# ---- add_seq_nib_flat ----
`src/rtl/add_pkg.sv`:
```
// Shared types and constants for the nibble-serial adder.
package add_pkg;

  localparam int unsigned NIBBLE_W = 4;

  typedef enum logic [1:0] {
    StIdle = 2'b00,
    StAdd  = 2'b01,
    StDone = 2'b10
  } state_e;

  // Nibble counter width; a single-nibble adder still keeps a 1-bit counter.
  function automatic int unsigned cnt_width(input int unsigned nibbles);
    return (nibbles > 1) ? $clog2(nibbles) : 1;
  endfunction

endpackage

```
`src/rtl/add_seq_nib_if.sv`:
```
// Start/done handshake and operand/result bundle for add_seq_nib.
interface add_seq_nib_if
  import add_pkg::*;
#(
  parameter int unsigned NIBBLES = 4
) ();

  localparam int unsigned W = NIBBLE_W * NIBBLES;

  logic         start;
  logic [W-1:0] A;
  logic [W-1:0] B;
  logic         cin;
  logic         busy;
  logic         done;
  logic [W-1:0] sum;
  logic         cout;

  modport master (
    output start, A, B, cin,
    input  busy, done, sum, cout
  );

  modport slave (
    input  start, A, B, cin,
    output busy, done, sum, cout
  );

endinterface

```
`src/rtl/adder_4b.sv`:
```
// Combinational 4-bit adder slice with carry in and carry out.
module adder_4b (
  input  logic [3:0] a,
  input  logic [3:0] b,
  input  logic       cin,
  output logic [3:0] sum,
  output logic       cout
);

  assign {cout, sum} = {1'b0, a} + {1'b0, b} + {4'b0000, cin};

endmodule

```
`src/rtl/add_seq_nib.sv`:
```
// Multi-cycle adder: one nibble per cycle through a shared 4-bit slice, carry held
// in a register between slices.
module add_seq_nib
  import add_pkg::*;
#(
  parameter int unsigned NIBBLES = 4
) (
  input logic         clk,
  input logic         rst,
  add_seq_nib_if.slave bus
);

  localparam int unsigned W    = NIBBLE_W * NIBBLES;
  localparam int unsigned CntW = cnt_width(NIBBLES);
  localparam logic [CntW-1:0] LastCnt = CntW'(NIBBLES - 1);

  state_e          state_q;
  logic [CntW-1:0] cnt_q;
  logic            carry_q;
  logic [W-1:0]    a_q;
  logic [W-1:0]    b_q;
  logic [W-1:0]    sum_q;
  logic            cout_q;
  logic            busy_q;
  logic            done_q;

  logic [NIBBLE_W-1:0] slice_a;
  logic [NIBBLE_W-1:0] slice_b;
  logic [NIBBLE_W-1:0] slice_sum;
  logic                slice_cout;

  assign slice_a = a_q[NIBBLE_W*cnt_q +: NIBBLE_W];
  assign slice_b = b_q[NIBBLE_W*cnt_q +: NIBBLE_W];

  adder_4b u_slice (
    .a    (slice_a),
    .b    (slice_b),
    .cin  (carry_q),
    .sum  (slice_sum),
    .cout (slice_cout)
  );

  always_ff @(posedge clk) begin
    if (rst) begin
      state_q <= StIdle;
      cnt_q   <= '0;
      carry_q <= 1'b0;
      a_q     <= '0;
      b_q     <= '0;
      sum_q   <= '0;
      cout_q  <= 1'b0;
      busy_q  <= 1'b0;
      done_q  <= 1'b0;
    end else begin
      unique case (state_q)
        StIdle: begin
          if (bus.start) begin
            a_q     <= bus.A;
            b_q     <= bus.B;
            carry_q <= bus.cin;
            sum_q   <= '0;
            cout_q  <= 1'b0;
            cnt_q   <= '0;
            busy_q  <= 1'b1;
            state_q <= StAdd;
          end
        end
        StAdd: begin
          sum_q[NIBBLE_W*cnt_q +: NIBBLE_W] <= slice_sum;
          carry_q <= slice_cout;
          cnt_q   <= cnt_q + 1'b1;
          if (cnt_q == LastCnt) begin
            cout_q  <= slice_cout;
            busy_q  <= 1'b0;
            done_q  <= 1'b1;
            state_q <= StDone;
          end
        end
        StDone: begin
          // start is deliberately not sampled here; it must be re-presented in idle.
          done_q  <= 1'b0;
          state_q <= StIdle;
        end
        default: begin
          busy_q  <= 1'b0;
          done_q  <= 1'b0;
          state_q <= StIdle;
        end
      endcase
    end
  end

  assign bus.busy = busy_q;
  assign bus.done = done_q;
  assign bus.sum  = sum_q;
  assign bus.cout = cout_q;

endmodule
```
`src/flat_wrapper.sv`:
```
// flat-port wrapper written by rule: the top's interface ports become plain ports
module add_seq_nib_flat import add_pkg::*;
#(
  parameter int unsigned NIBBLES = 4
)
  (clk, rst, bus_start, bus_A, bus_B, bus_cin, bus_busy, bus_done, bus_sum, bus_cout);
  add_seq_nib_if #(.NIBBLES(NIBBLES)) bus_i ();
  input logic clk;
  input logic rst;
  input wire logic [$bits(bus_i.start)-1:0] bus_start;
  input wire logic [$bits(bus_i.A)-1:0] bus_A;
  input wire logic [$bits(bus_i.B)-1:0] bus_B;
  input wire logic [$bits(bus_i.cin)-1:0] bus_cin;
  output wire logic [$bits(bus_i.busy)-1:0] bus_busy;
  output wire logic [$bits(bus_i.done)-1:0] bus_done;
  output wire logic [$bits(bus_i.sum)-1:0] bus_sum;
  output wire logic [$bits(bus_i.cout)-1:0] bus_cout;
  assign bus_i.start = bus_start;
  assign bus_i.A = bus_A;
  assign bus_i.B = bus_B;
  assign bus_i.cin = bus_cin;
  assign bus_busy = bus_i.busy;
  assign bus_done = bus_i.done;
  assign bus_sum = bus_i.sum;
  assign bus_cout = bus_i.cout;
  add_seq_nib #(.NIBBLES(NIBBLES)) u_core (.clk(clk), .rst(rst), .bus(bus_i));
endmodule
```
`config.mk`:
```
export PLATFORM = sky130hd
export DESIGN_NAME = add_seq_nib_flat
export DESIGN_NICKNAME = d
export VERILOG_FILES = /design/src/rtl/add_pkg.sv /design/src/rtl/add_seq_nib_if.sv /design/src/rtl/adder_4b.sv /design/src/rtl/add_seq_nib.sv /design/src/flat_wrapper.sv
export SDC_FILE = /design/constraint.sdc
export NUM_CORES = 1
export LEC_CHECK = 0
export ABC_AREA = 1
export CAP_MARGIN = 20
export CORE_ASPECT_RATIO = 0.5
export CORE_UTILIZATION = 49
export DETAILED_ROUTE_END_ITERATION = 16
export PLACE_DENSITY = 0.78
export SETUP_SLACK_MARGIN = 0.3
export SYNTH_ARGS = -nofsm -noshare
export SYNTH_HDL_FRONTEND = slang
export SYNTH_SLANG_ARGS = --single-unit
```
`constraint.sdc`:
```
create_clock -name clk -period 2.7 [get_ports clk]
set_input_delay 0.405 -clock clk [delete_from_list [all_inputs] [get_ports clk]]
set_output_delay 0.405 -clock clk [all_outputs]
set_load 0.02 [all_outputs]
```
# ---- axi_nport_arbiter ----
**src/rtl/axi_nport_arbiter_pkg.sv**
```systemverilog
// Shared definitions for the N-port AXI4 master arbiter: FSM encoding,
// fixed AXI field values and size codes.
package axi_nport_arbiter_pkg;

  typedef enum logic [2:0] {
    ST_IDLE  = 3'd0,
    ST_RADDR = 3'd1,
    ST_RDATA = 3'd2,
    ST_WADDR = 3'd3,
    ST_WRESP = 3'd4,
    ST_RSP   = 3'd5
  } arb_state_e;

  localparam logic [1:0] BURST_INCR = 2'b01;
  localparam logic [1:0] RESP_OKAY  = 2'b00;
  localparam logic [7:0] LEN_SINGLE = 8'd0;

  localparam logic [2:0] SIZE_1B = 3'd0;
  localparam logic [2:0] SIZE_2B = 3'd1;
  localparam logic [2:0] SIZE_4B = 3'd2;
  localparam logic [2:0] SIZE_8B = 3'd3;

  function automatic logic resp_is_err(input logic [1:0] resp);
    return resp != RESP_OKAY;
  endfunction

endpackage

```
**src/rtl/axi_arb_grant.sv**
```systemverilog
// Grant selection for the arbiter: one-hot grant and encoded index.
// AXI_ARB_ROUND_ROBIN_EN selects a rotating pointer; otherwise lowest index wins.
module axi_arb_grant
  import axi_nport_arbiter_pkg::*;
#(
  parameter int NREQ  = 2,
  parameter int IDX_W = 1
) (
  input  logic             clk,
  input  logic             rst,
  input  logic [NREQ-1:0]  req_i,
  input  logic             take_i,
  output logic [NREQ-1:0]  gnt_o,
  output logic [IDX_W-1:0] idx_o,
  output logic             any_o
);

`ifdef AXI_ARB_ROUND_ROBIN_EN
  logic [IDX_W-1:0] ptr_q, ptr_d;

  // Scan starting at the pointer, wrapping around the client vector.
  always_comb begin
    gnt_o = '0;
    idx_o = '0;
    any_o = 1'b0;
    for (int k = 0; k < NREQ; k++) begin
      if (!any_o && req_i[(int'(ptr_q) + k) % NREQ]) begin
        any_o = 1'b1;
        gnt_o[(int'(ptr_q) + k) % NREQ] = 1'b1;
        idx_o = IDX_W'((int'(ptr_q) + k) % NREQ);
      end
    end
  end

  always_comb begin
    ptr_d = ptr_q;
    if (take_i && any_o) begin
      ptr_d = (idx_o == IDX_W'(NREQ - 1)) ? '0 : idx_o + 1'b1;
    end
  end

  always_ff @(posedge clk) begin
    if (rst) ptr_q <= '0;
    else     ptr_q <= ptr_d;
  end
`else
  logic unused_ctrl;
  assign unused_ctrl = ^{clk, rst, take_i};

  always_comb begin
    gnt_o = '0;
    idx_o = '0;
    any_o = 1'b0;
    for (int k = NREQ - 1; k >= 0; k--) begin
      if (req_i[k]) begin
        gnt_o    = '0;
        gnt_o[k] = 1'b1;
        idx_o    = IDX_W'(k);
        any_o    = 1'b1;
      end
    end
  end
`endif

endmodule

```
**src/rtl/axi_nport_arbiter.sv**
```systemverilog
// Multiplexes NREQ request/response clients onto one AXI4 master, one
// single-beat transaction in flight. Arbitration mode: AXI_ARB_ROUND_ROBIN_EN.
module axi_nport_arbiter
  import axi_nport_arbiter_pkg::*;
#(
  parameter int NREQ   = 2,
  parameter int ADDR_W = 32,
  parameter int DATA_W = 64,
  parameter int ID_W   = 4
) (
  input  logic                     clk,
  input  logic                     rst,
  input  logic [NREQ-1:0]          req_valid,
  input  logic [NREQ-1:0]          req_write,
  input  logic [NREQ*ADDR_W-1:0]   req_addr,
  input  logic [NREQ*3-1:0]        req_size,
  input  logic [NREQ*DATA_W-1:0]   req_wdata,
  input  logic [NREQ*DATA_W/8-1:0] req_wstrb,
  output logic [NREQ-1:0]          req_ready,
  output logic [NREQ-1:0]          rsp_valid,
  output logic [DATA_W-1:0]        rsp_rdata,
  output logic                     rsp_err,
  output logic                     aw_valid,
  input  logic                     aw_ready,
  output logic [ID_W-1:0]          aw_id,
  output logic [ADDR_W-1:0]        aw_addr,
  output logic [7:0]               aw_len,
  output logic [2:0]               aw_size,
  output logic [1:0]               aw_burst,
  output logic                     aw_lock,
  output logic [3:0]               aw_cache,
  output logic [2:0]               aw_prot,
  output logic [3:0]               aw_qos,
  output logic                     w_valid,
  input  logic                     w_ready,
  output logic [DATA_W-1:0]        w_data,
  output logic [DATA_W/8-1:0]      w_strb,
  output logic                     w_last,
  input  logic                     b_valid,
  output logic                     b_ready,
  input  logic [ID_W-1:0]          b_id,
  input  logic [1:0]               b_resp,
  output logic                     ar_valid,
  input  logic                     ar_ready,
  output logic [ID_W-1:0]          ar_id,
  output logic [ADDR_W-1:0]        ar_addr,
  output logic [7:0]               ar_len,
  output logic [2:0]               ar_size,
  output logic [1:0]               ar_burst,
  output logic                     ar_lock,
  output logic [3:0]               ar_cache,
  output logic [2:0]               ar_prot,
  output logic [3:0]               ar_qos,
  input  logic                     r_valid,
  output logic                     r_ready,
  input  logic [ID_W-1:0]          r_id,
  input  logic [DATA_W-1:0]        r_data,
  input  logic [1:0]               r_resp,
  input  logic                     r_last
);

  localparam int IDX_W  = $clog2(NREQ);
  localparam int STRB_W = DATA_W / 8;

  arb_state_e          state_q, state_d;
  logic                aw_done_q, w_done_q;
  logic [IDX_W-1:0]    gidx_q;
  logic [ADDR_W-1:0]   addr_q;
  logic [2:0]          size_q;
  logic [DATA_W-1:0]   wdata_q, rdata_q;
  logic [STRB_W-1:0]   wstrb_q;
  logic                err_q;

  logic [NREQ-1:0]     gnt;
  logic [IDX_W-1:0]    gidx;
  logic                any_req, take, aw_hs, w_hs;

  // Only one transaction is tracked, so response IDs and r_last carry no extra information.
  logic unused_axi;
  assign unused_axi = ^{b_id, r_id, r_last};

  axi_arb_grant #(.NREQ(NREQ), .IDX_W(IDX_W)) u_grant (
    .clk    (clk),
    .rst    (rst),
    .req_i  (req_valid),
    .take_i (take),
    .gnt_o  (gnt),
    .idx_o  (gidx),
    .any_o  (any_req)
  );

  assign take  = (state_q == ST_IDLE) && any_req;
  assign aw_hs = aw_valid && aw_ready;
  assign w_hs  = w_valid && w_ready;

  always_comb begin
    state_d = state_q;
    unique case (state_q)
      ST_IDLE:  if (any_req) state_d = req_write[gidx] ? ST_WADDR : ST_RADDR;
      ST_RADDR: if (ar_ready) state_d = ST_RDATA;
      ST_RDATA: if (r_valid) state_d = ST_RSP;
      ST_WADDR: if ((aw_done_q || aw_ready) && (w_done_q || w_ready)) state_d = ST_WRESP;
      ST_WRESP: if (b_valid) state_d = ST_RSP;
      ST_RSP:   state_d = ST_IDLE;
      default:  state_d = ST_IDLE;
    endcase
  end

  always_ff @(posedge clk) begin
    if (rst) begin
      state_q   <= ST_IDLE;
      aw_done_q <= 1'b0;
      w_done_q  <= 1'b0;
    end else begin
      state_q <= state_d;
      if (take) begin
        aw_done_q <= 1'b0;
        w_done_q  <= 1'b0;
      end else begin
        if (aw_hs) aw_done_q <= 1'b1;
        if (w_hs)  w_done_q  <= 1'b1;
      end
    end
  end

  // Request fields and response payload; rdata clears at grant so writes return 0.
  always_ff @(posedge clk) begin
    if (take) begin
      gidx_q  <= gidx;
      addr_q  <= req_addr[int'(gidx)*ADDR_W +: ADDR_W];
      size_q  <= req_size[int'(gidx)*3 +: 3];
      wdata_q <= req_wdata[int'(gidx)*DATA_W +: DATA_W];
      wstrb_q <= req_wstrb[int'(gidx)*STRB_W +: STRB_W];
      rdata_q <= '0;
      err_q   <= 1'b0;
    end
    if ((state_q == ST_RDATA) && r_valid) begin
      rdata_q <= r_data;
      err_q   <= resp_is_err(r_resp);
    end
    if ((state_q == ST_WRESP) && b_valid) err_q <= resp_is_err(b_resp);
  end

  assign req_ready = (state_q == ST_IDLE) ? gnt : '0;
  assign rsp_valid = (state_q == ST_RSP) ? (NREQ'(1) << gidx_q) : '0;
  assign rsp_rdata = (state_q == ST_RSP) ? rdata_q : '0;
  assign rsp_err   = (state_q == ST_RSP) && err_q;

  assign ar_valid = (state_q == ST_RADDR);
  assign ar_id    = ID_W'(gidx_q);
  assign ar_addr  = addr_q;
  assign ar_len   = LEN_SINGLE;
  assign ar_size  = size_q;
  assign ar_burst = BURST_INCR;
  assign ar_lock  = 1'b0;
  assign ar_cache = 4'b0011;
  assign ar_prot  = 3'b000;
  assign ar_qos   = 4'd0;
  assign r_ready  = (state_q == ST_RDATA);

  assign aw_valid = (state_q == ST_WADDR) && !aw_done_q;
  assign aw_id    = ID_W'(gidx_q);
  assign aw_addr  = addr_q;
  assign aw_len   = LEN_SINGLE;
  assign aw_size  = size_q;
  assign aw_burst = BURST_INCR;
  assign aw_lock  = 1'b0;
  assign aw_cache = 4'b0011;
  assign aw_prot  = 3'b000;
  assign aw_qos   = 4'd0;
  assign w_valid  = (state_q == ST_WADDR) && !w_done_q;
  assign w_data   = wdata_q;
  assign w_strb   = wstrb_q;
  assign w_last   = 1'b1;
  assign b_ready  = (state_q == ST_WRESP);

endmodule

```
**config.mk**
```make
export PLATFORM = sky130hd
export DESIGN_NAME = axi_nport_arbiter
export DESIGN_NICKNAME = d
export VERILOG_FILES = /design/src/rtl/axi_nport_arbiter_pkg.sv /design/src/rtl/axi_arb_grant.sv /design/src/rtl/axi_nport_arbiter.sv
export SDC_FILE = /design/constraint.sdc
export NUM_CORES = 1
export LEC_CHECK = 0
export CORE_AREA = 2 2 219 221
export CTS_BUF_LIST = sky130_fd_sc_hd__clkbuf_2 sky130_fd_sc_hd__clkbuf_4 sky130_fd_sc_hd__clkbuf_8
export DETAILED_ROUTE_END_ITERATION = 7
export DIE_AREA = 0 0 221 223
export GPL_TIMING_DRIVEN = 0
export HOLD_SLACK_MARGIN = 0.03
export PLACE_DENSITY_LB_ADDON = 0.3
export SLEW_MARGIN = 40
export SYNTH_ARGS = -nofsm -noshare
export SYNTH_HDL_FRONTEND = slang
export SYNTH_SLANG_ARGS = --single-unit
```
**constraint.sdc**
```tcl
create_clock -name clk -period 5.6 [get_ports clk]
set_clock_uncertainty 0.2 [all_clocks]
set_input_delay 0.84 -clock clk [delete_from_list [all_inputs] [get_ports clk]]
set_output_delay 0.84 -clock clk [all_outputs]
set_load 0.01 [all_outputs]
```
# ---- pwl_limiter_array ----
**config.mk**
```make
export PLATFORM = sky130hd
export DESIGN_NAME = pwl_limiter_array
export DESIGN_NICKNAME = d
export VERILOG_FILES = /design/src/rtl/pwl_limiter_pkg.sv /design/src/rtl/pwl_limiter_ch.sv /design/src/rtl/pwl_limiter_array.sv
export SDC_FILE = /design/constraint.sdc
export NUM_CORES = 2
export LEC_CHECK = 0
export CAP_MARGIN = 15
export CORE_MARGIN = 2
export CORE_UTILIZATION = 45
export CTS_CLUSTER_SIZE = 10
export DETAILED_ROUTE_END_ITERATION = 16
export PLACE_DENSITY = 0.72
export SLEW_MARGIN = 30
export SYNTH_ARGS = -nofsm -noshare
export SYNTH_HDL_FRONTEND = slang
export SYNTH_HIERARCHICAL = 1
export SYNTH_SLANG_ARGS = --single-unit
```
**constraint.sdc**
```tcl
create_clock -name clk -period 3.3 [get_ports clk]
set_input_delay 0.66 -clock clk [delete_from_list [all_inputs] [get_ports clk]]
set_output_delay 0.66 -clock clk [all_outputs]
set_load 0.1 [all_outputs]
```
**src/rtl/pwl_limiter_pkg.sv**
```systemverilog
// Shared types and saturating helpers for the pwl_limiter_array channels.
// The helpers take the target width at the call site, so one copy serves every width.
package pwl_limiter_pkg;

    typedef enum logic [1:0] {
        TRACK  = 2'd0,
        SAT_HI = 2'd1,
        SAT_LO = 2'd2
    } lim_state_t;

    // Clamp a sign-extended value into the two's complement range of a w-bit word (w <= 63).
    function automatic logic signed [63:0] sat_to_w(input logic signed [63:0] v, input int w);
        logic signed [63:0] hi;
        logic signed [63:0] lo;
        hi = (64'sd1 <<< (w - 1)) - 64'sd1;
        lo = -(64'sd1 <<< (w - 1));
        if (v > hi) begin
            return hi;
        end else if (v < lo) begin
            return lo;
        end
        return v;
    endfunction

    // Increment an unsigned w-bit count, holding at all-ones instead of wrapping (w <= 31).
    function automatic logic [31:0] sat_inc(input logic [31:0] v, input int w);
        logic [31:0] top;
        top = (32'd1 << w) - 32'd1;
        if (v >= top) begin
            return top;
        end
        return v + 32'd1;
    endfunction

endpackage

```
**src/rtl/pwl_limiter_ch.sv**
```systemverilog
// One channel's clamp stage: limit decision, TRACK/SAT_HI/SAT_LO state and event counter.
// Defining PWL_LIMITER_SLEW_EN adds a per-sample slew limiter after the clamp.
module pwl_limiter_ch #(
    parameter int W      = 16,
    parameter int CW     = 8,
    parameter bit NO_MAX = 1'b0,
    parameter bit NO_MIN = 1'b0
) (
    input  logic                clk,
    input  logic                rstn,
    input  logic                valid,
    input  logic signed [W-1:0] g,
    input  logic signed [W-1:0] maxout,
    input  logic signed [W-1:0] minout,
    input  logic        [W-1:0] max_step,
    input  logic                cnt_clr,
    output logic signed [W-1:0] out_data,
    output logic                sat_hi,
    output logic                sat_lo,
    output logic       [CW-1:0] sat_cnt
);
    import pwl_limiter_pkg::*;

    lim_state_t          state;
    lim_state_t          next_state;
    lim_state_t          target;
    logic signed [W-1:0] clamped;
    logic signed [W-1:0] out_q;
    logic signed [W-1:0] out_next;
    logic                event_hit;
    logic       [CW-1:0] cnt_q;

    // The upper test runs first, so an inverted range (minout > maxout) resolves to maxout.
    always_comb begin
        target    = TRACK;
        clamped   = g;
        if (!NO_MAX && (g >= maxout)) begin
            clamped = maxout;
            target  = SAT_HI;
        end else if (!NO_MIN && (g <= minout)) begin
            clamped = minout;
            target  = SAT_LO;
        end
        next_state = valid ? target : state;
        event_hit  = valid && (target != TRACK) && (target != state);
    end

`ifdef PWL_LIMITER_SLEW_EN
    logic signed [W+1:0] prev_ext;
    logic signed [W+1:0] step_ext;
    logic signed [W+1:0] diff;

    // Two guard bits keep the difference and the unsigned step comparable without overflow.
    always_comb begin
        prev_ext = (W+2)'(out_q);
        step_ext = {2'b00, max_step};
        diff     = (W+2)'(clamped) - prev_ext;
        out_next = clamped;
        if (diff > step_ext) begin
            out_next = W'(prev_ext + step_ext);
        end else if (diff < -step_ext) begin
            out_next = W'(prev_ext - step_ext);
        end
    end
`else
    logic unused_max_step;
    assign unused_max_step = ^max_step;
    assign out_next        = clamped;
`endif

    always_ff @(posedge clk or negedge rstn) begin
        if (!rstn) begin
            state <= TRACK;
        end else begin
            state <= next_state;
        end
    end

    // A clear wins over an event landing in the same cycle.
    always_ff @(posedge clk or negedge rstn) begin
        if (!rstn) begin
            out_q <= '0;
            cnt_q <= '0;
        end else begin
            if (valid) begin
                out_q <= out_next;
            end
            if (cnt_clr) begin
                cnt_q <= '0;
            end else if (event_hit) begin
                cnt_q <= CW'(sat_inc(32'(cnt_q), CW));
            end
        end
    end

    assign out_data = out_q;
    assign sat_hi   = (state == SAT_HI);
    assign sat_lo   = (state == SAT_LO);
    assign sat_cnt  = cnt_q;

endmodule

```
**src/rtl/pwl_limiter_array.sv**
```systemverilog
// N-channel fixed-point gain/clamp limiter with a fixed two-cycle latency.
// Defining PWL_LIMITER_SLEW_EN enables slew limiting in every channel.
module pwl_limiter_array #(
    parameter int NCH    = 4,
    parameter int W      = 16,
    parameter int FRAC   = 8,
    parameter int CW     = 8,
    parameter bit NO_MAX = 1'b0,
    parameter bit NO_MIN = 1'b0
) (
    input  logic                clk,
    input  logic                rstn,
    input  logic                in_valid,
    input  logic [NCH*W-1:0]    in_data,
    input  logic signed [W-1:0] gain,
    input  logic signed [W-1:0] maxout,
    input  logic signed [W-1:0] minout,
    input  logic [W-1:0]        max_step,
    input  logic                cnt_clr,
    output logic                out_valid,
    output logic [NCH*W-1:0]    out_data,
    output logic [NCH-1:0]      sat_hi,
    output logic [NCH-1:0]      sat_lo,
    output logic [NCH*CW-1:0]   sat_cnt
);
    import pwl_limiter_pkg::*;

    logic signed [W-1:0] g_comb [NCH];
    logic signed [W-1:0] s1_g   [NCH];
    logic                s1_valid;
    logic signed [W-1:0] s1_max;
    logic signed [W-1:0] s1_min;
    logic        [W-1:0] s1_step;

    for (genvar k = 0; k < NCH; k++) begin : g_gain
        logic signed [W-1:0]   in_k;
        logic signed [2*W-1:0] prod;
        logic signed [2*W-1:0] shifted;

        assign in_k       = $signed(in_data[k*W +: W]);
        assign prod       = in_k * gain;
        assign shifted    = prod >>> FRAC;
        assign g_comb[k]  = W'(sat_to_w(64'(shifted), W));
    end

    // Limits travel with their sample so a mid-stream change only hits later samples.
    always_ff @(posedge clk or negedge rstn) begin
        if (!rstn) begin
            s1_valid <= 1'b0;
            s1_max   <= '0;
            s1_min   <= '0;
            for (int k = 0; k < NCH; k++) begin
                s1_g[k] <= '0;
            end
        end else begin
            s1_valid <= in_valid;
            if (in_valid) begin
                s1_max <= maxout;
                s1_min <= minout;
                for (int k = 0; k < NCH; k++) begin
                    s1_g[k] <= g_comb[k];
                end
            end
        end
    end

`ifdef PWL_LIMITER_SLEW_EN
    always_ff @(posedge clk or negedge rstn) begin
        if (!rstn) begin
            s1_step <= '0;
        end else if (in_valid) begin
            s1_step <= max_step;
        end
    end
`else
    logic unused_top_step;
    assign unused_top_step = ^max_step;
    assign s1_step         = '0;
`endif

    always_ff @(posedge clk or negedge rstn) begin
        if (!rstn) begin
            out_valid <= 1'b0;
        end else begin
            out_valid <= s1_valid;
        end
    end

    for (genvar k = 0; k < NCH; k++) begin : g_ch
        pwl_limiter_ch #(
            .W      (W),
            .CW     (CW),
            .NO_MAX (NO_MAX),
            .NO_MIN (NO_MIN)
        ) u_ch (
            .clk      (clk),
            .rstn     (rstn),
            .valid    (s1_valid),
            .g        (s1_g[k]),
            .maxout   (s1_max),
            .minout   (s1_min),
            .max_step (s1_step),
            .cnt_clr  (cnt_clr),
            .out_data (out_data[k*W +: W]),
            .sat_hi   (sat_hi[k]),
            .sat_lo   (sat_lo[k]),
            .sat_cnt  (sat_cnt[k*CW +: CW])
        );
    end

endmodule

```
# ---- axis_sum_seg7_multi_flat ----
==> src/rtl/axis_sum_seg7_multi_if.sv <==
// Stream bus for the frame-sum display: beats in, 7-segment words out.
interface axis_sum_seg7_multi_if #(
    parameter int W = 16,
    parameter int D = 4
);
    logic         s_valid;
    logic         s_ready;
    logic [W-1:0] s_data;
    logic         s_last;
    logic         m_valid;
    logic         m_ready;
    logic [6:0]   m_data [D];
    logic         m_ovf;

    modport master (
        output s_valid, s_data, s_last, m_ready,
        input  s_ready, m_valid, m_data, m_ovf
    );

    modport slave (
        input  s_valid, s_data, s_last, m_ready,
        output s_ready, m_valid, m_data, m_ovf
    );
endinterface

==> src/rtl/axis_sum_seg7_multi.sv <==
// Frame accumulator feeding a shift-add-3 BCD engine and a
// seven-segment encoder with blanking, polarity and overflow.
module axis_sum_seg7_multi #(
    parameter int W       = 16,
    parameter int N       = 3,
    parameter int D       = 4,
    parameter bit BLANK   = 1'b1,
    parameter bit ACT_LOW = 1'b0
) (
    input logic                  clk,
    input logic                  rst,
    axis_sum_seg7_multi_if.slave bus
);
    localparam int SW  = (N > 1) ? W + $clog2(N) : W + 1;
    localparam int NB  = (SW * 30103) / 100000 + 1;
    localparam int ND  = (NB > D) ? NB : D;
    localparam int CW  = $clog2(N) + 1;
    localparam int BW  = $clog2(SW + 1);
    localparam logic [6:0] OFF  = ACT_LOW ? 7'h7f : 7'h00;
    localparam logic [6:0] DASH = 7'b1000000;

    typedef enum logic [1:0] {ACC, CONV, ENC, OUT} state_t;

    state_t          state_q, state_d;
    logic [SW-1:0]   acc;
    logic [CW-1:0]   cnt;
    logic [BW-1:0]   bit_q;
    logic [4*ND-1:0] bcd;
    logic [6:0]      seg_q [D];
    logic [6:0]      enc   [D];
    logic [6:0]      pat;
    logic            ovf, ovf_q, lead;
    logic            rdy, vld, hs;

    function automatic logic [4*ND-1:0] dd_adj(input logic [4*ND-1:0] b);
        for (int i = 0; i < ND; i++)
            if (b[4*i+:4] >= 4'd5) b[4*i+:4] = b[4*i+:4] + 4'd3;
        return b;
    endfunction

    function automatic logic [6:0] seg7(input logic [3:0] d);
        case (d)
            4'd0:    return 7'b0111111;
            4'd1:    return 7'b0000110;
            4'd2:    return 7'b1011011;
            4'd3:    return 7'b1001111;
            4'd4:    return 7'b1100110;
            4'd5:    return 7'b1101101;
            4'd6:    return 7'b1111101;
            4'd7:    return 7'b0000111;
            4'd8:    return 7'b1111111;
            4'd9:    return 7'b1101111;
            default: return 7'b0000000;
        endcase
    endfunction

    assign hs = bus.s_valid && rdy;

    always_ff @(posedge clk or posedge rst) begin
        if (rst) state_q <= ACC;
        else     state_q <= state_d;
    end

    always_comb begin
        state_d = state_q;
        rdy     = 1'b0;
        vld     = 1'b0;
        unique case (state_q)
            ACC: begin
                rdy = !rst;
                if (bus.s_valid && (bus.s_last || cnt == CW'(N - 1)))
                    state_d = CONV;
            end
            CONV: if (bit_q == BW'(SW)) state_d = ENC;
            ENC:  state_d = OUT;
            OUT: begin
                vld = 1'b1;
                if (bus.m_ready) state_d = ACC;
            end
        endcase
    end

    // Bit counter value 0 clears the BCD register; 1..SW shift one bit each.
    always_ff @(posedge clk or posedge rst) begin
        if (rst) begin
            acc   <= '0;
            cnt   <= '0;
            bit_q <= '0;
            bcd   <= '0;
            ovf_q <= 1'b0;
            for (int i = 0; i < D; i++) seg_q[i] <= OFF;
        end else begin
            case (state_q)
                ACC: if (hs) begin
                    acc <= acc + SW'(bus.s_data);
                    cnt <= cnt + CW'(1);
                end
                CONV: begin
                    if (bit_q == '0) bcd <= '0;
                    else {bcd, acc} <= {dd_adj(bcd), acc} << 1;
                    bit_q <= (bit_q == BW'(SW)) ? '0 : bit_q + BW'(1);
                end
                ENC: begin
                    for (int i = 0; i < D; i++) seg_q[i] <= enc[i];
                    ovf_q <= ovf;
                end
                OUT: if (bus.m_ready) begin
                    acc <= '0;
                    cnt <= '0;
                end
            endcase
        end
    end

    // Scan from the top digit so blanking stops at the first nonzero one.
    always_comb begin
        ovf  = 1'b0;
        lead = 1'b1;
        pat  = '0;
        for (int i = D; i < ND; i++)
            if (bcd[4*i+:4] != 4'd0) ovf = 1'b1;
        for (int i = D - 1; i >= 0; i--) begin
            if (bcd[4*i+:4] != 4'd0) lead = 1'b0;
            if (ovf)                            pat = DASH;
            else if (BLANK && lead && (i != 0)) pat = 7'b0000000;
            else                                pat = seg7(bcd[4*i+:4]);
            enc[i] = ACT_LOW ? ~pat : pat;
        end
    end

    assign bus.s_ready = rdy;
    assign bus.m_valid = vld;
    assign bus.m_ovf   = ovf_q;
    assign bus.m_data  = seg_q;
endmodule

==> src/flat_wrapper.sv <==
// flat-port wrapper written by rule: the top's interface ports become plain ports
module axis_sum_seg7_multi_flat 
#(
    parameter int W       = 16,
    parameter int N       = 3,
    parameter int D       = 4,
    parameter bit BLANK   = 1'b1,
    parameter bit ACT_LOW = 1'b0
)
  (clk, rst, bus_s_valid, bus_s_data, bus_s_last, bus_m_ready, bus_s_ready, bus_m_valid, bus_m_data, bus_m_ovf);
  axis_sum_seg7_multi_if #(.W(W), .D(D)) bus_i ();
  input logic clk;
  input logic rst;
  input wire logic [$bits(bus_i.s_valid)-1:0] bus_s_valid;
  input wire logic [$bits(bus_i.s_data)-1:0] bus_s_data;
  input wire logic [$bits(bus_i.s_last)-1:0] bus_s_last;
  input wire logic [$bits(bus_i.m_ready)-1:0] bus_m_ready;
  output wire logic [$bits(bus_i.s_ready)-1:0] bus_s_ready;
  output wire logic [$bits(bus_i.m_valid)-1:0] bus_m_valid;
  output wire logic [$bits(bus_i.m_data)-1:0] bus_m_data;
  output wire logic [$bits(bus_i.m_ovf)-1:0] bus_m_ovf;
  assign bus_i.s_valid = bus_s_valid;
  assign bus_i.s_data = bus_s_data;
  assign bus_i.s_last = bus_s_last;
  assign bus_i.m_ready = bus_m_ready;
  assign bus_s_ready = bus_i.s_ready;
  assign bus_m_valid = bus_i.m_valid;
  assign bus_m_data = {>>{bus_i.m_data}};
  assign bus_m_ovf = bus_i.m_ovf;
  axis_sum_seg7_multi #(.W(W), .N(N), .D(D), .BLANK(BLANK), .ACT_LOW(ACT_LOW)) u_core (.clk(clk), .rst(rst), .bus(bus_i));
endmodule
==> config.mk <==
export PLATFORM = sky130hd
export DESIGN_NAME = axis_sum_seg7_multi_flat
export DESIGN_NICKNAME = d
export VERILOG_FILES = /design/src/rtl/axis_sum_seg7_multi_if.sv /design/src/rtl/axis_sum_seg7_multi.sv /design/src/flat_wrapper.sv
export SDC_FILE = /design/constraint.sdc
export NUM_CORES = 1
export LEC_CHECK = 0
export ABC_AREA = 1
export CAP_MARGIN = 20
export CORE_MARGIN = 4
export CORE_UTILIZATION = 63
export DETAILED_ROUTE_END_ITERATION = 6
export GPL_ROUTABILITY_DRIVEN = 0
export PLACE_DENSITY = 0.9
export SLEW_MARGIN = 10
export SYNTH_ARGS = -nofsm -noshare
export SYNTH_HDL_FRONTEND = slang
export SYNTH_SLANG_ARGS = --single-unit
==> constraint.sdc <==
create_clock -name clk -period 4.2 [get_ports clk]
set_input_delay 0.84 -clock clk [delete_from_list [all_inputs] [get_ports clk]]
set_output_delay 0.84 -clock clk [all_outputs]
set_load 0.05 [all_outputs]
**add_seq_nib_flat: clock wires, drivers and flops**

Scale: 8 px per um.
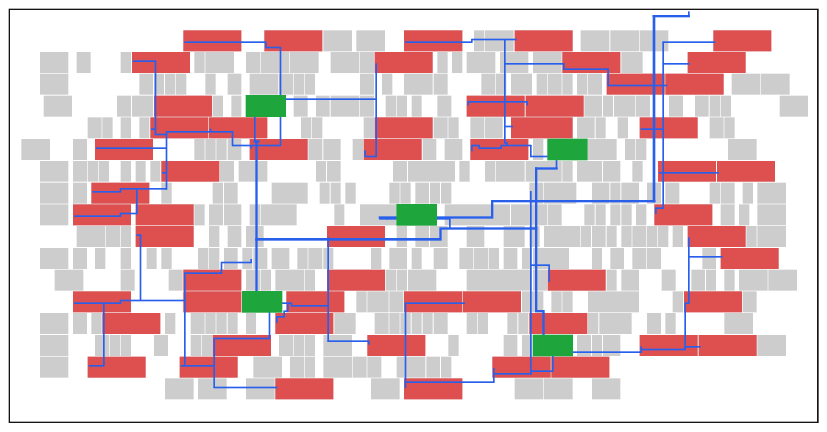
legend:
  clock-net drivers:
    color: green
    count: 5
  clock wires:
    color: blue
    length: 621 um
  flip-flops:
    color: red
    count: 56
routed clock nets: 6
flops lie: widely spread
clk ins delay skew pair: 0.31 ns
Final Skew: 0.00275 ns

==> out/qor.txt, add_seq_nib_flat <==
post-route cell area - 0.00310 sq mm
vias in the first global route - 2021
Yosys Chip Area - 0.00240 sq mm
Top FF cell, synth - dfxtp_1
Synth area leader - dfxtp_1
CTS tree - done
Data buffer area share - 19.0%
post-layout util - 68.1%
total negative slack - 0 ns
R2R setup slack - 0.45 ns
Mapped Nets - 365
yosys xor share - 0.366%
syn avg cell area - 7.49 sq um
largest net degree at the start of global routing - 34
adder share - 5.33%
f_max - 445 MHz
mi-comb count - 238
die area - 0.00519 sq mm
worst setup path class - reg2reg
Final Cycle Share - 83.3%
Setup violations, final - 0
initial antenna violation count - 0
worst endpoint required time - 2.96 ns
Placed Area - 0.00300 sq mm
layout net count - 416
I/O pin count - 55
status - finished clean
==> add_seq_nib_flat: per-layer routing <==
layer	track usage [%]	routed length, um	vias to the layer above
met1	29.7	2610	1044
met2	37.7	2590	74
met4	7.97	66	0
li1	-	-	1162
met5	0	0	-
met3	4.38	360	8
==> add_seq_nib_flat: critical path, cell delays in order (launching register included) <==
cell	delay (ns)
dfxtp_2	0.35
buf_6	0.16
nor2_1	0.13
o22ai_1	0.12
fa_2	0.39
fa_2	0.39
xor2_2	0.22
nand2_1	0.11
nor2_2	0.14
a22oi_1	0.09
nor2_1	0.09
**axis_sum_seg7_multi_flat: routing congestion**

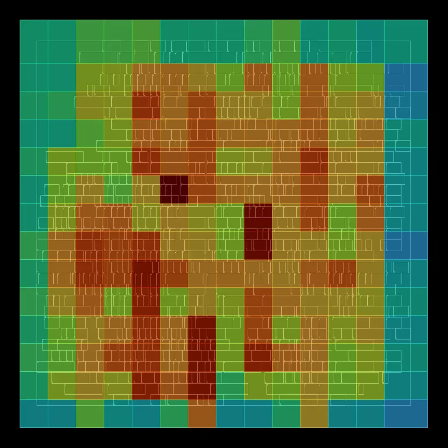
met3 GRT Util: 3.96%
M1 GR Usage: 32.1%

==> out/qor.txt, axis_sum_seg7_multi_flat <==
Buf/Inv on CP - 2
Inverters, non-clock - 78
Hold EP - u_core.bus.m_data[1]
vias per cell - 5.78
hold path depth - 2
Die Height - 100 um
status - finished clean
CTS Sinks - 81
clk root buf - clkbuf_8
r2r worst-path depth - 8
I/O pin count - 52
crit path DAT - 2.25 ns
largest net degree at the start of global routing - 39
hold buffers post-CTS - 0
Synth Instances - 692
Post-Synth AOI/OAI Area - 17.8%
adder share - 13.4%
pre-CTS setup slack - 1.11 ns
total congestion overflow - 0
count of cell types in the netlist - 45
Non-clk bufs - 55
Slew HR - 34.6%
first-pass iteration count of the detailed router - 4
top cells by area - dfrtp_1, ha_1, nand2_1, o21ai_0, a21oi_1
first-iteration detailed-routing DRC count - 273
Top cell excl fill/tap - nand2_1
initial antenna violation count - 0
vias in the first global route - 4894
Area Overhead vs Synth - 15.4%
seq_cells - 81
Final Hold Fails - 0
layout cells sized above 1 - 6.28%
Critical path origin - rst
maxcap violations - 0
post-layout util - 75.1%
Post-DP HPWL - 9.05 mm
area of the core - 0.00826 sq mm
-- axis_sum_seg7_multi_flat: metal layers --
metal	routed length, um	vias up	track usage [%]
met5	0	-	0
met4	204	0	8.29
met3	660	20	3.96
met2	6370	170	47.2
met1	5160	2328	32.1
li1	-	2413	-
-- axis_sum_seg7_multi_flat: tightest hold or removal path: cells and delay by family, from the launching register on --
family	cells	cell delay (ns)
and+or+nand+nor	1	0.05
AOI/OAI and AO/OA	1	0.06
DFF	1	0.35
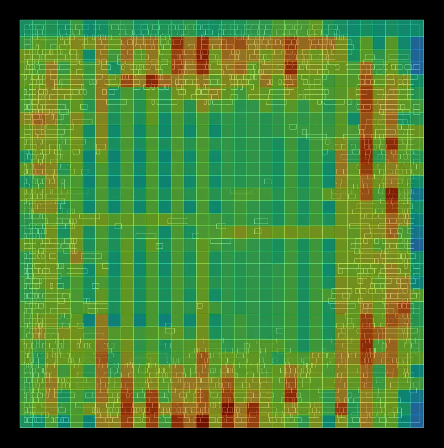
**Above:** axi_nport_arbiter (routing congestion).
met3 GRT Util: 5.19%
GRT Max-Usage Layer: met2
M1 GR Usage: 14.6%
gr usage total: 12.9%

**axi_nport_arbiter: clock wires, drivers and flops**

Scale: 2 px per um.
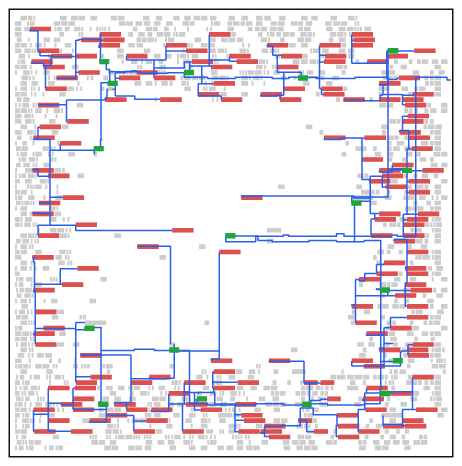
legend:
  clock wires:
    color: blue
    length: 3160 um
  flip-flops:
    color: red
    count: 178
  clock-net drivers:
    color: green
    count: 17
flops lie: widely spread
routed clock nets: 18
clk ins delay skew pair: 0.53 ns

==> out/qor.txt, axi_nport_arbiter <==
Antenna Nets Post-Route - 0
post-layout min period - 3.80 ns
crit path max fanout - 10
R2R setup slack - 2.89 ns
r2r worst-path depth - 4
status - finished clean
worst path cell trace - clkdlybuf4s50_1 > nand2b_1 > buf_4 > inv_4 > buf_4 > and2_1 > clkdlybuf4s50_1
hold path depth - 2
Fillers - 4920
Inverters, non-clock - 2
Crit. End Element - output port
mi-comb count - 542
Hold EP - w_done_q
via count - 7288
Mapped Area - 0.00849 sq mm
Num CTS Buffers - 17
Post-DP HPWL - 26.0 mm
I/O pin count - 571
warnings from Yosys - 0
worst r2r dst - rdata_q[20]
clock slew at reported path FFs - 0.09 ns
maxcap violations - 0
clk root buf - clkbuf_8
top cells by area - edfxtp_1, nand2_1, and2_1, buf_4, dfxtp_1
clock buffer count - 22
total congestion overflow - 0
Setup Buffers After CTS - 0
Setup crit start kind - input pin
reg-to-reg startpoint - state_q[2]
Final Max Slew Viols - 0
OpenROAD warning count - 35
hold buffers post-CTS - 0
# Taps - 615
met3 routed WL - 2.93 mm
hold crit path type - reg2reg
post-layout util - 31.9%
crit path DAT - 2.76 ns
yosys xor share - 0%
## axi_nport_arbiter: worst max-delay path, delay by kind of cell
family	cells	cell delay [ns]
buffers and inverters	5	1.60
and+or+nand+nor	2	0.31
## axi_nport_arbiter: registers in the layout (all words and copies together) (netlist names), 3 cells and up
| name | count |
|---|---|
| rdata_q | 64 |
| w_data | 64 |
| ar_size | 3 |
| state_q | 3 |
| ar_addr | 32 |
| w_strb | 8 |
**pwl_limiter_array: routing congestion**

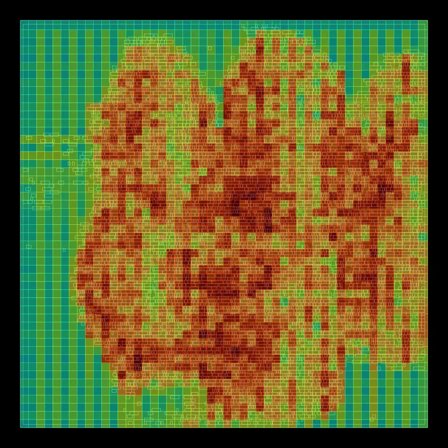
GRT Max-Usage Layer: met2
met3 GRT Util: 5.26%
post-layout util: 59.2%

**pwl_limiter_array: met4 routing**

Scale: 1 px per um.
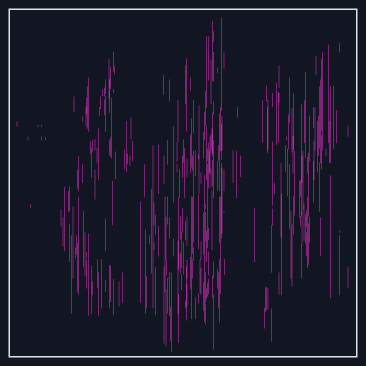
wire length on this layer: 10800 um
share of all routed wire: 6.3%
main direction: vertical
longest straight run: 163 um
via count: 45200
Routed Wire Length: 170 mm

==> out/qor.txt, pwl_limiter_array <==
seq_cells - 202
crit path max fanout - 6
post-layout min period - 6.53 ns
largest net degree at the start of global routing - 77
Slew HR - 35.8%
mi-comb count - 3972
setup ws final - -3.23 ns
clock buffer depth - 3
worst setup path class - in2reg
status - complete, but fails checks
die area - 0.120 sq mm
Setup violations, final - 64
failing checks - setup timing
Die Width - 346 um
hold buffers post-CTS - 0
Non-clk bufs - 1199
CTS tree - done
[pwl_limiter_array: worst max-delay path: cells and delay by family]
kind | cells | cell delay (ns)
adders and majority gates | 7 | 3.30
and+or+nand+nor | 5 | 1.13
AOI/OAI and AO/OA | 5 | 1.07
buffers and inverters | 8 | 0.81

# ---- missile_pool ----
`src/rtl/missile_pool.sv`:
```
// missile_pool: pool of independent missile slots for the tank.
// A new shot takes the lowest free slot. Every active missile moves once per frame
// in sub-pixel fixed point. A missile retires on its own collision or when it would
// leave the screen.
module missile_pool #(
  parameter int NUM_MISSILES    = 4,
  parameter int SPEED           = 300,
  parameter int FRAC_BITS       = 6,
  parameter int COOLDOWN_FRAMES = 8,
  parameter int X_MAX           = 639,
  parameter int Y_MAX           = 479
) (
  input  logic                       clk,
  input  logic                       resetN,
  input  logic                       startOfFrame,
  input  logic                       fireReq,
  input  logic [10:0]                tankTopLeftX,
  input  logic [10:0]                tankTopLeftY,
  input  logic [1:0]                 tankDir,
  input  logic [NUM_MISSILES-1:0]    collision,
  output logic [11*NUM_MISSILES-1:0] topLeftX,
  output logic [11*NUM_MISSILES-1:0] topLeftY,
  output logic [NUM_MISSILES-1:0]    drawEn,
  output logic                       fireAck,
  output logic [3:0]                 activeCount
);

  // Position carries a sign bit so that a step past the top/left edge shows up as negative.
  localparam int POS_W  = 11 + FRAC_BITS + 1;
  // The next-position sum gets one more bit so that pos + vel can never wrap.
  localparam int NEXT_W = POS_W + 1;
  localparam int CD_W   = $clog2(COOLDOWN_FRAMES + 2);

  localparam logic signed [POS_W-1:0]  SPEED_V = POS_W'(SPEED);
  localparam logic signed [NEXT_W-1:0] X_LIMIT = NEXT_W'(X_MAX * (2 ** FRAC_BITS));
  localparam logic signed [NEXT_W-1:0] Y_LIMIT = NEXT_W'(Y_MAX * (2 ** FRAC_BITS));

  logic [NUM_MISSILES-1:0]    active;
  logic signed [POS_W-1:0]    posX [NUM_MISSILES];
  logic signed [POS_W-1:0]    posY [NUM_MISSILES];
  logic signed [POS_W-1:0]    velX [NUM_MISSILES];
  logic signed [POS_W-1:0]    velY [NUM_MISSILES];
  logic                       fireReq_d;
  logic [CD_W-1:0]            cooldown;

  logic                       fireEdge;
  logic                       freeFound;
  logic                       accept;
  logic [NUM_MISSILES-1:0]    candVec;
  logic [NUM_MISSILES-1:0]    loadVec;
  logic signed [POS_W-1:0]    spawnX;
  logic signed [POS_W-1:0]    spawnY;
  logic signed [POS_W-1:0]    spawnVelX;
  logic signed [POS_W-1:0]    spawnVelY;
  logic signed [NEXT_W-1:0]   nextX [NUM_MISSILES];
  logic signed [NEXT_W-1:0]   nextY [NUM_MISSILES];
  logic [NUM_MISSILES-1:0]    offScreen;

  // Pick the lowest inactive slot and decide whether this cycle's fire edge is accepted.
  always_comb begin
    candVec   = '0;
    freeFound = 1'b0;
    for (int i = 0; i < NUM_MISSILES; i++) begin
      if (!active[i] && !freeFound) begin
        candVec[i] = 1'b1;
        freeFound  = 1'b1;
      end
    end
    fireEdge = fireReq & ~fireReq_d;
    accept   = fireEdge && (cooldown == '0) && freeFound;
    loadVec  = accept ? candVec : '0;
  end

  // Spawn position and velocity come from the tank position and facing direction.
  always_comb begin
    spawnX    = $signed({1'b0, tankTopLeftX, {FRAC_BITS{1'b0}}});
    spawnY    = $signed({1'b0, tankTopLeftY, {FRAC_BITS{1'b0}}});
    spawnVelX = '0;
    spawnVelY = '0;
    case (tankDir)
      2'b00:   spawnVelY = -SPEED_V;
      2'b01:   spawnVelX =  SPEED_V;
      2'b10:   spawnVelY =  SPEED_V;
      default: spawnVelX = -SPEED_V;
    endcase
  end

  // Candidate next position per slot, flagging any step that leaves the screen.
  always_comb begin
    for (int i = 0; i < NUM_MISSILES; i++) begin
      nextX[i]     = {posX[i][POS_W-1], posX[i]} + {velX[i][POS_W-1], velX[i]};
      nextY[i]     = {posY[i][POS_W-1], posY[i]} + {velY[i][POS_W-1], velY[i]};
      offScreen[i] = nextX[i][NEXT_W-1] || (nextX[i] > X_LIMIT) ||
                     nextY[i][NEXT_W-1] || (nextY[i] > Y_LIMIT);
    end
  end

  // Global state: fire edge history, acknowledge pulse and the shot cooldown.
  always_ff @(posedge clk) begin
    if (!resetN) begin
      fireReq_d <= 1'b0;
      fireAck   <= 1'b0;
      cooldown  <= '0;
    end else begin
      fireReq_d <= fireReq;
      fireAck   <= accept;
      if (accept)
        cooldown <= CD_W'(COOLDOWN_FRAMES);
      else if (startOfFrame && (cooldown != '0))
        cooldown <= cooldown - CD_W'(1);
    end
  end

  // Per-slot state. The load has priority, then the collision, then the frame move.
  always_ff @(posedge clk) begin
    if (!resetN) begin
      active <= '0;
      for (int i = 0; i < NUM_MISSILES; i++) begin
        posX[i] <= '0;
        posY[i] <= '0;
        velX[i] <= '0;
        velY[i] <= '0;
      end
    end else begin
      for (int i = 0; i < NUM_MISSILES; i++) begin
        if (loadVec[i]) begin
          active[i] <= 1'b1;
          posX[i]   <= spawnX;
          posY[i]   <= spawnY;
          velX[i]   <= spawnVelX;
          velY[i]   <= spawnVelY;
        end else if (active[i] && collision[i]) begin
          active[i] <= 1'b0;
        end else if (active[i] && startOfFrame) begin
          if (offScreen[i]) begin
            active[i] <= 1'b0;
          end else begin
            posX[i] <= nextX[i][POS_W-1:0];
            posY[i] <= nextY[i][POS_W-1:0];
          end
        end
      end
    end
  end

  // Pixel outputs are the integer part of the position. They are 0 while a slot is idle.
  always_comb begin
    topLeftX    = '0;
    topLeftY    = '0;
    activeCount = '0;
    for (int i = 0; i < NUM_MISSILES; i++) begin
      if (active[i]) begin
        topLeftX[11*i +: 11] = posX[i][FRAC_BITS +: 11];
        topLeftY[11*i +: 11] = posY[i][FRAC_BITS +: 11];
      end
      activeCount = activeCount + 4'(active[i]);
    end
    drawEn = active;
  end

endmodule

```
`config.mk`:
```
export PLATFORM = sky130hd
export DESIGN_NAME = missile_pool
export DESIGN_NICKNAME = d
export VERILOG_FILES = /design/src/rtl/missile_pool.sv
export SDC_FILE = /design/constraint.sdc
export NUM_CORES = 1
export LEC_CHECK = 0
export CORE_MARGIN = 5
export CORE_UTILIZATION = 28
export DETAILED_ROUTE_END_ITERATION = 10
export PLACE_DENSITY = 0.51
export SYNTH_ARGS = -nofsm -noshare
export SYNTH_HDL_FRONTEND = slang
export SYNTH_SLANG_ARGS = --single-unit
```
`constraint.sdc`:
```
create_clock -name clk -period 8.8 [get_ports clk]
set_input_delay 0.88 -clock clk [delete_from_list [all_inputs] [get_ports clk]]
set_output_delay 0.88 -clock clk [all_outputs]
set_load 0.01 [all_outputs]
```
==> out/qor.txt <==
status - finished clean
Clk power - 0.728 mW
f_max - 216 MHz
post-CTS sizing - 0
Hold EP - cooldown[1]
Post-Synth AOI/OAI Area - 24.0%
worst endpoint required time - 8.89 ns
crit path max fanout - 32
clock buffer count - 19
R2R setup slack - 4.18 ns
clock slew at reported path FFs - 0.07 ns
yosys xor share - 5.47%
crit path capture - posY[1][10]
Seq group - 1.02 mW
Slew HR - 27.6%
Inverters, non-clock - 47
Final Max Slew Viols - 0
Comb area - 0.00852 sq mm
reg-to-reg startpoint - velY[1][16]
post-layout util - 33.7%
total negative slack - 0 ns
# Taps - 615
Final Cycle Share - 52.5%
Top FF cell, synth - edfxtp_1
Post-DP HPWL - 33.0 mm
DP Cell Count - 2121
Static Leak - 6.59 nW
hold path depth - 2
RSZ-0062 raised after global routing - no
Synth Instances - 1404
Setup violations, final - 0
die area - 0.0531 sq mm
hold buffers post-CTS - 0
combinational cell power - 1.03 mW
switching power - 1.04 mW
Worst Hold Slack - 0.555 ns
pin slew with the least headroom to its limit - 1.08 ns
CTS H-tree depth - 4
state kept, by name, summed over array words and instances (netlist names):
| signal | flops |
|---|---|
| drawEn | 4 |
| posX | 64 |
| fireReq_d | 1 |
| velX | 12 |
| cooldown | 4 |
| velY | 12 |
| posY | 64 |
| fireAck | 1 |
layer usage:
layer | GRT usage [%] | vias to the layer above | wire length, um
met4 | 6.26 | 2 | 1510
met5 | 0 | - | 7
met1 | 21.4 | 5636 | 20000
met2 | 24.8 | 383 | 19600
li1 | - | 5646 | -
met3 | 3.43 | 83 | 2710
**missile_pool: routing congestion**

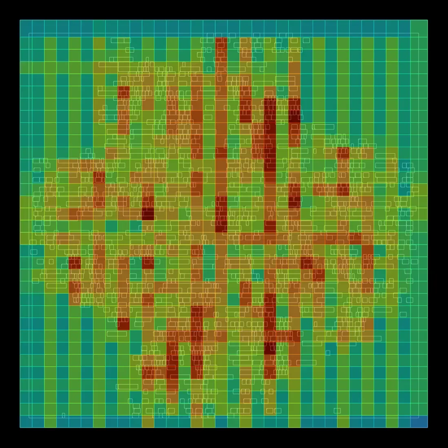
gr usage total: 15.9%
GRT Max-Usage Layer: met2
Avg WL per Cell: 20.4 um
M1 GR Usage: 21.4%



## Gallery

Met4 routing.
Plate I
Scale: 1.5 px per um.
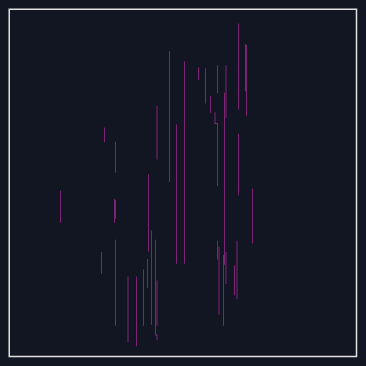
Plate II
Scale: 1.5 px per um.
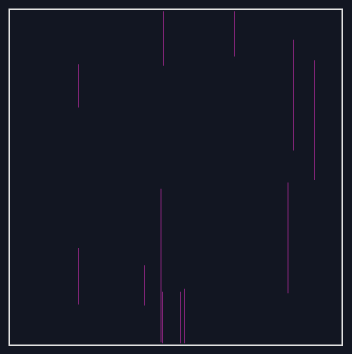
Plate III
Scale: 4 px per um.
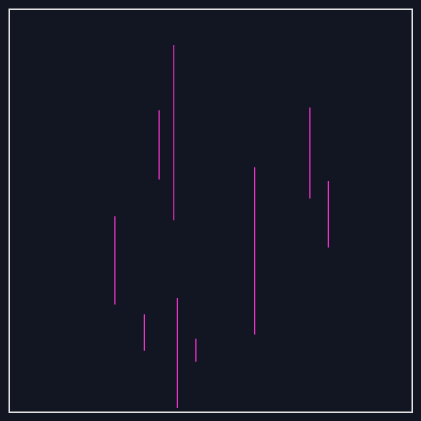
axi_nport_arbiter -> Plate II
missile_pool -> Plate I
axis_sum_seg7_multi_flat -> Plate III
The one with the smallest die is Plate III.

Key to Plate III:
share of all routed wire: 1.7%
wire length on this layer: 204 um
main direction: vertical
nets with wire on the layer: 8

Power figures rest on the tool's default switching activity, not on a simulated workload.
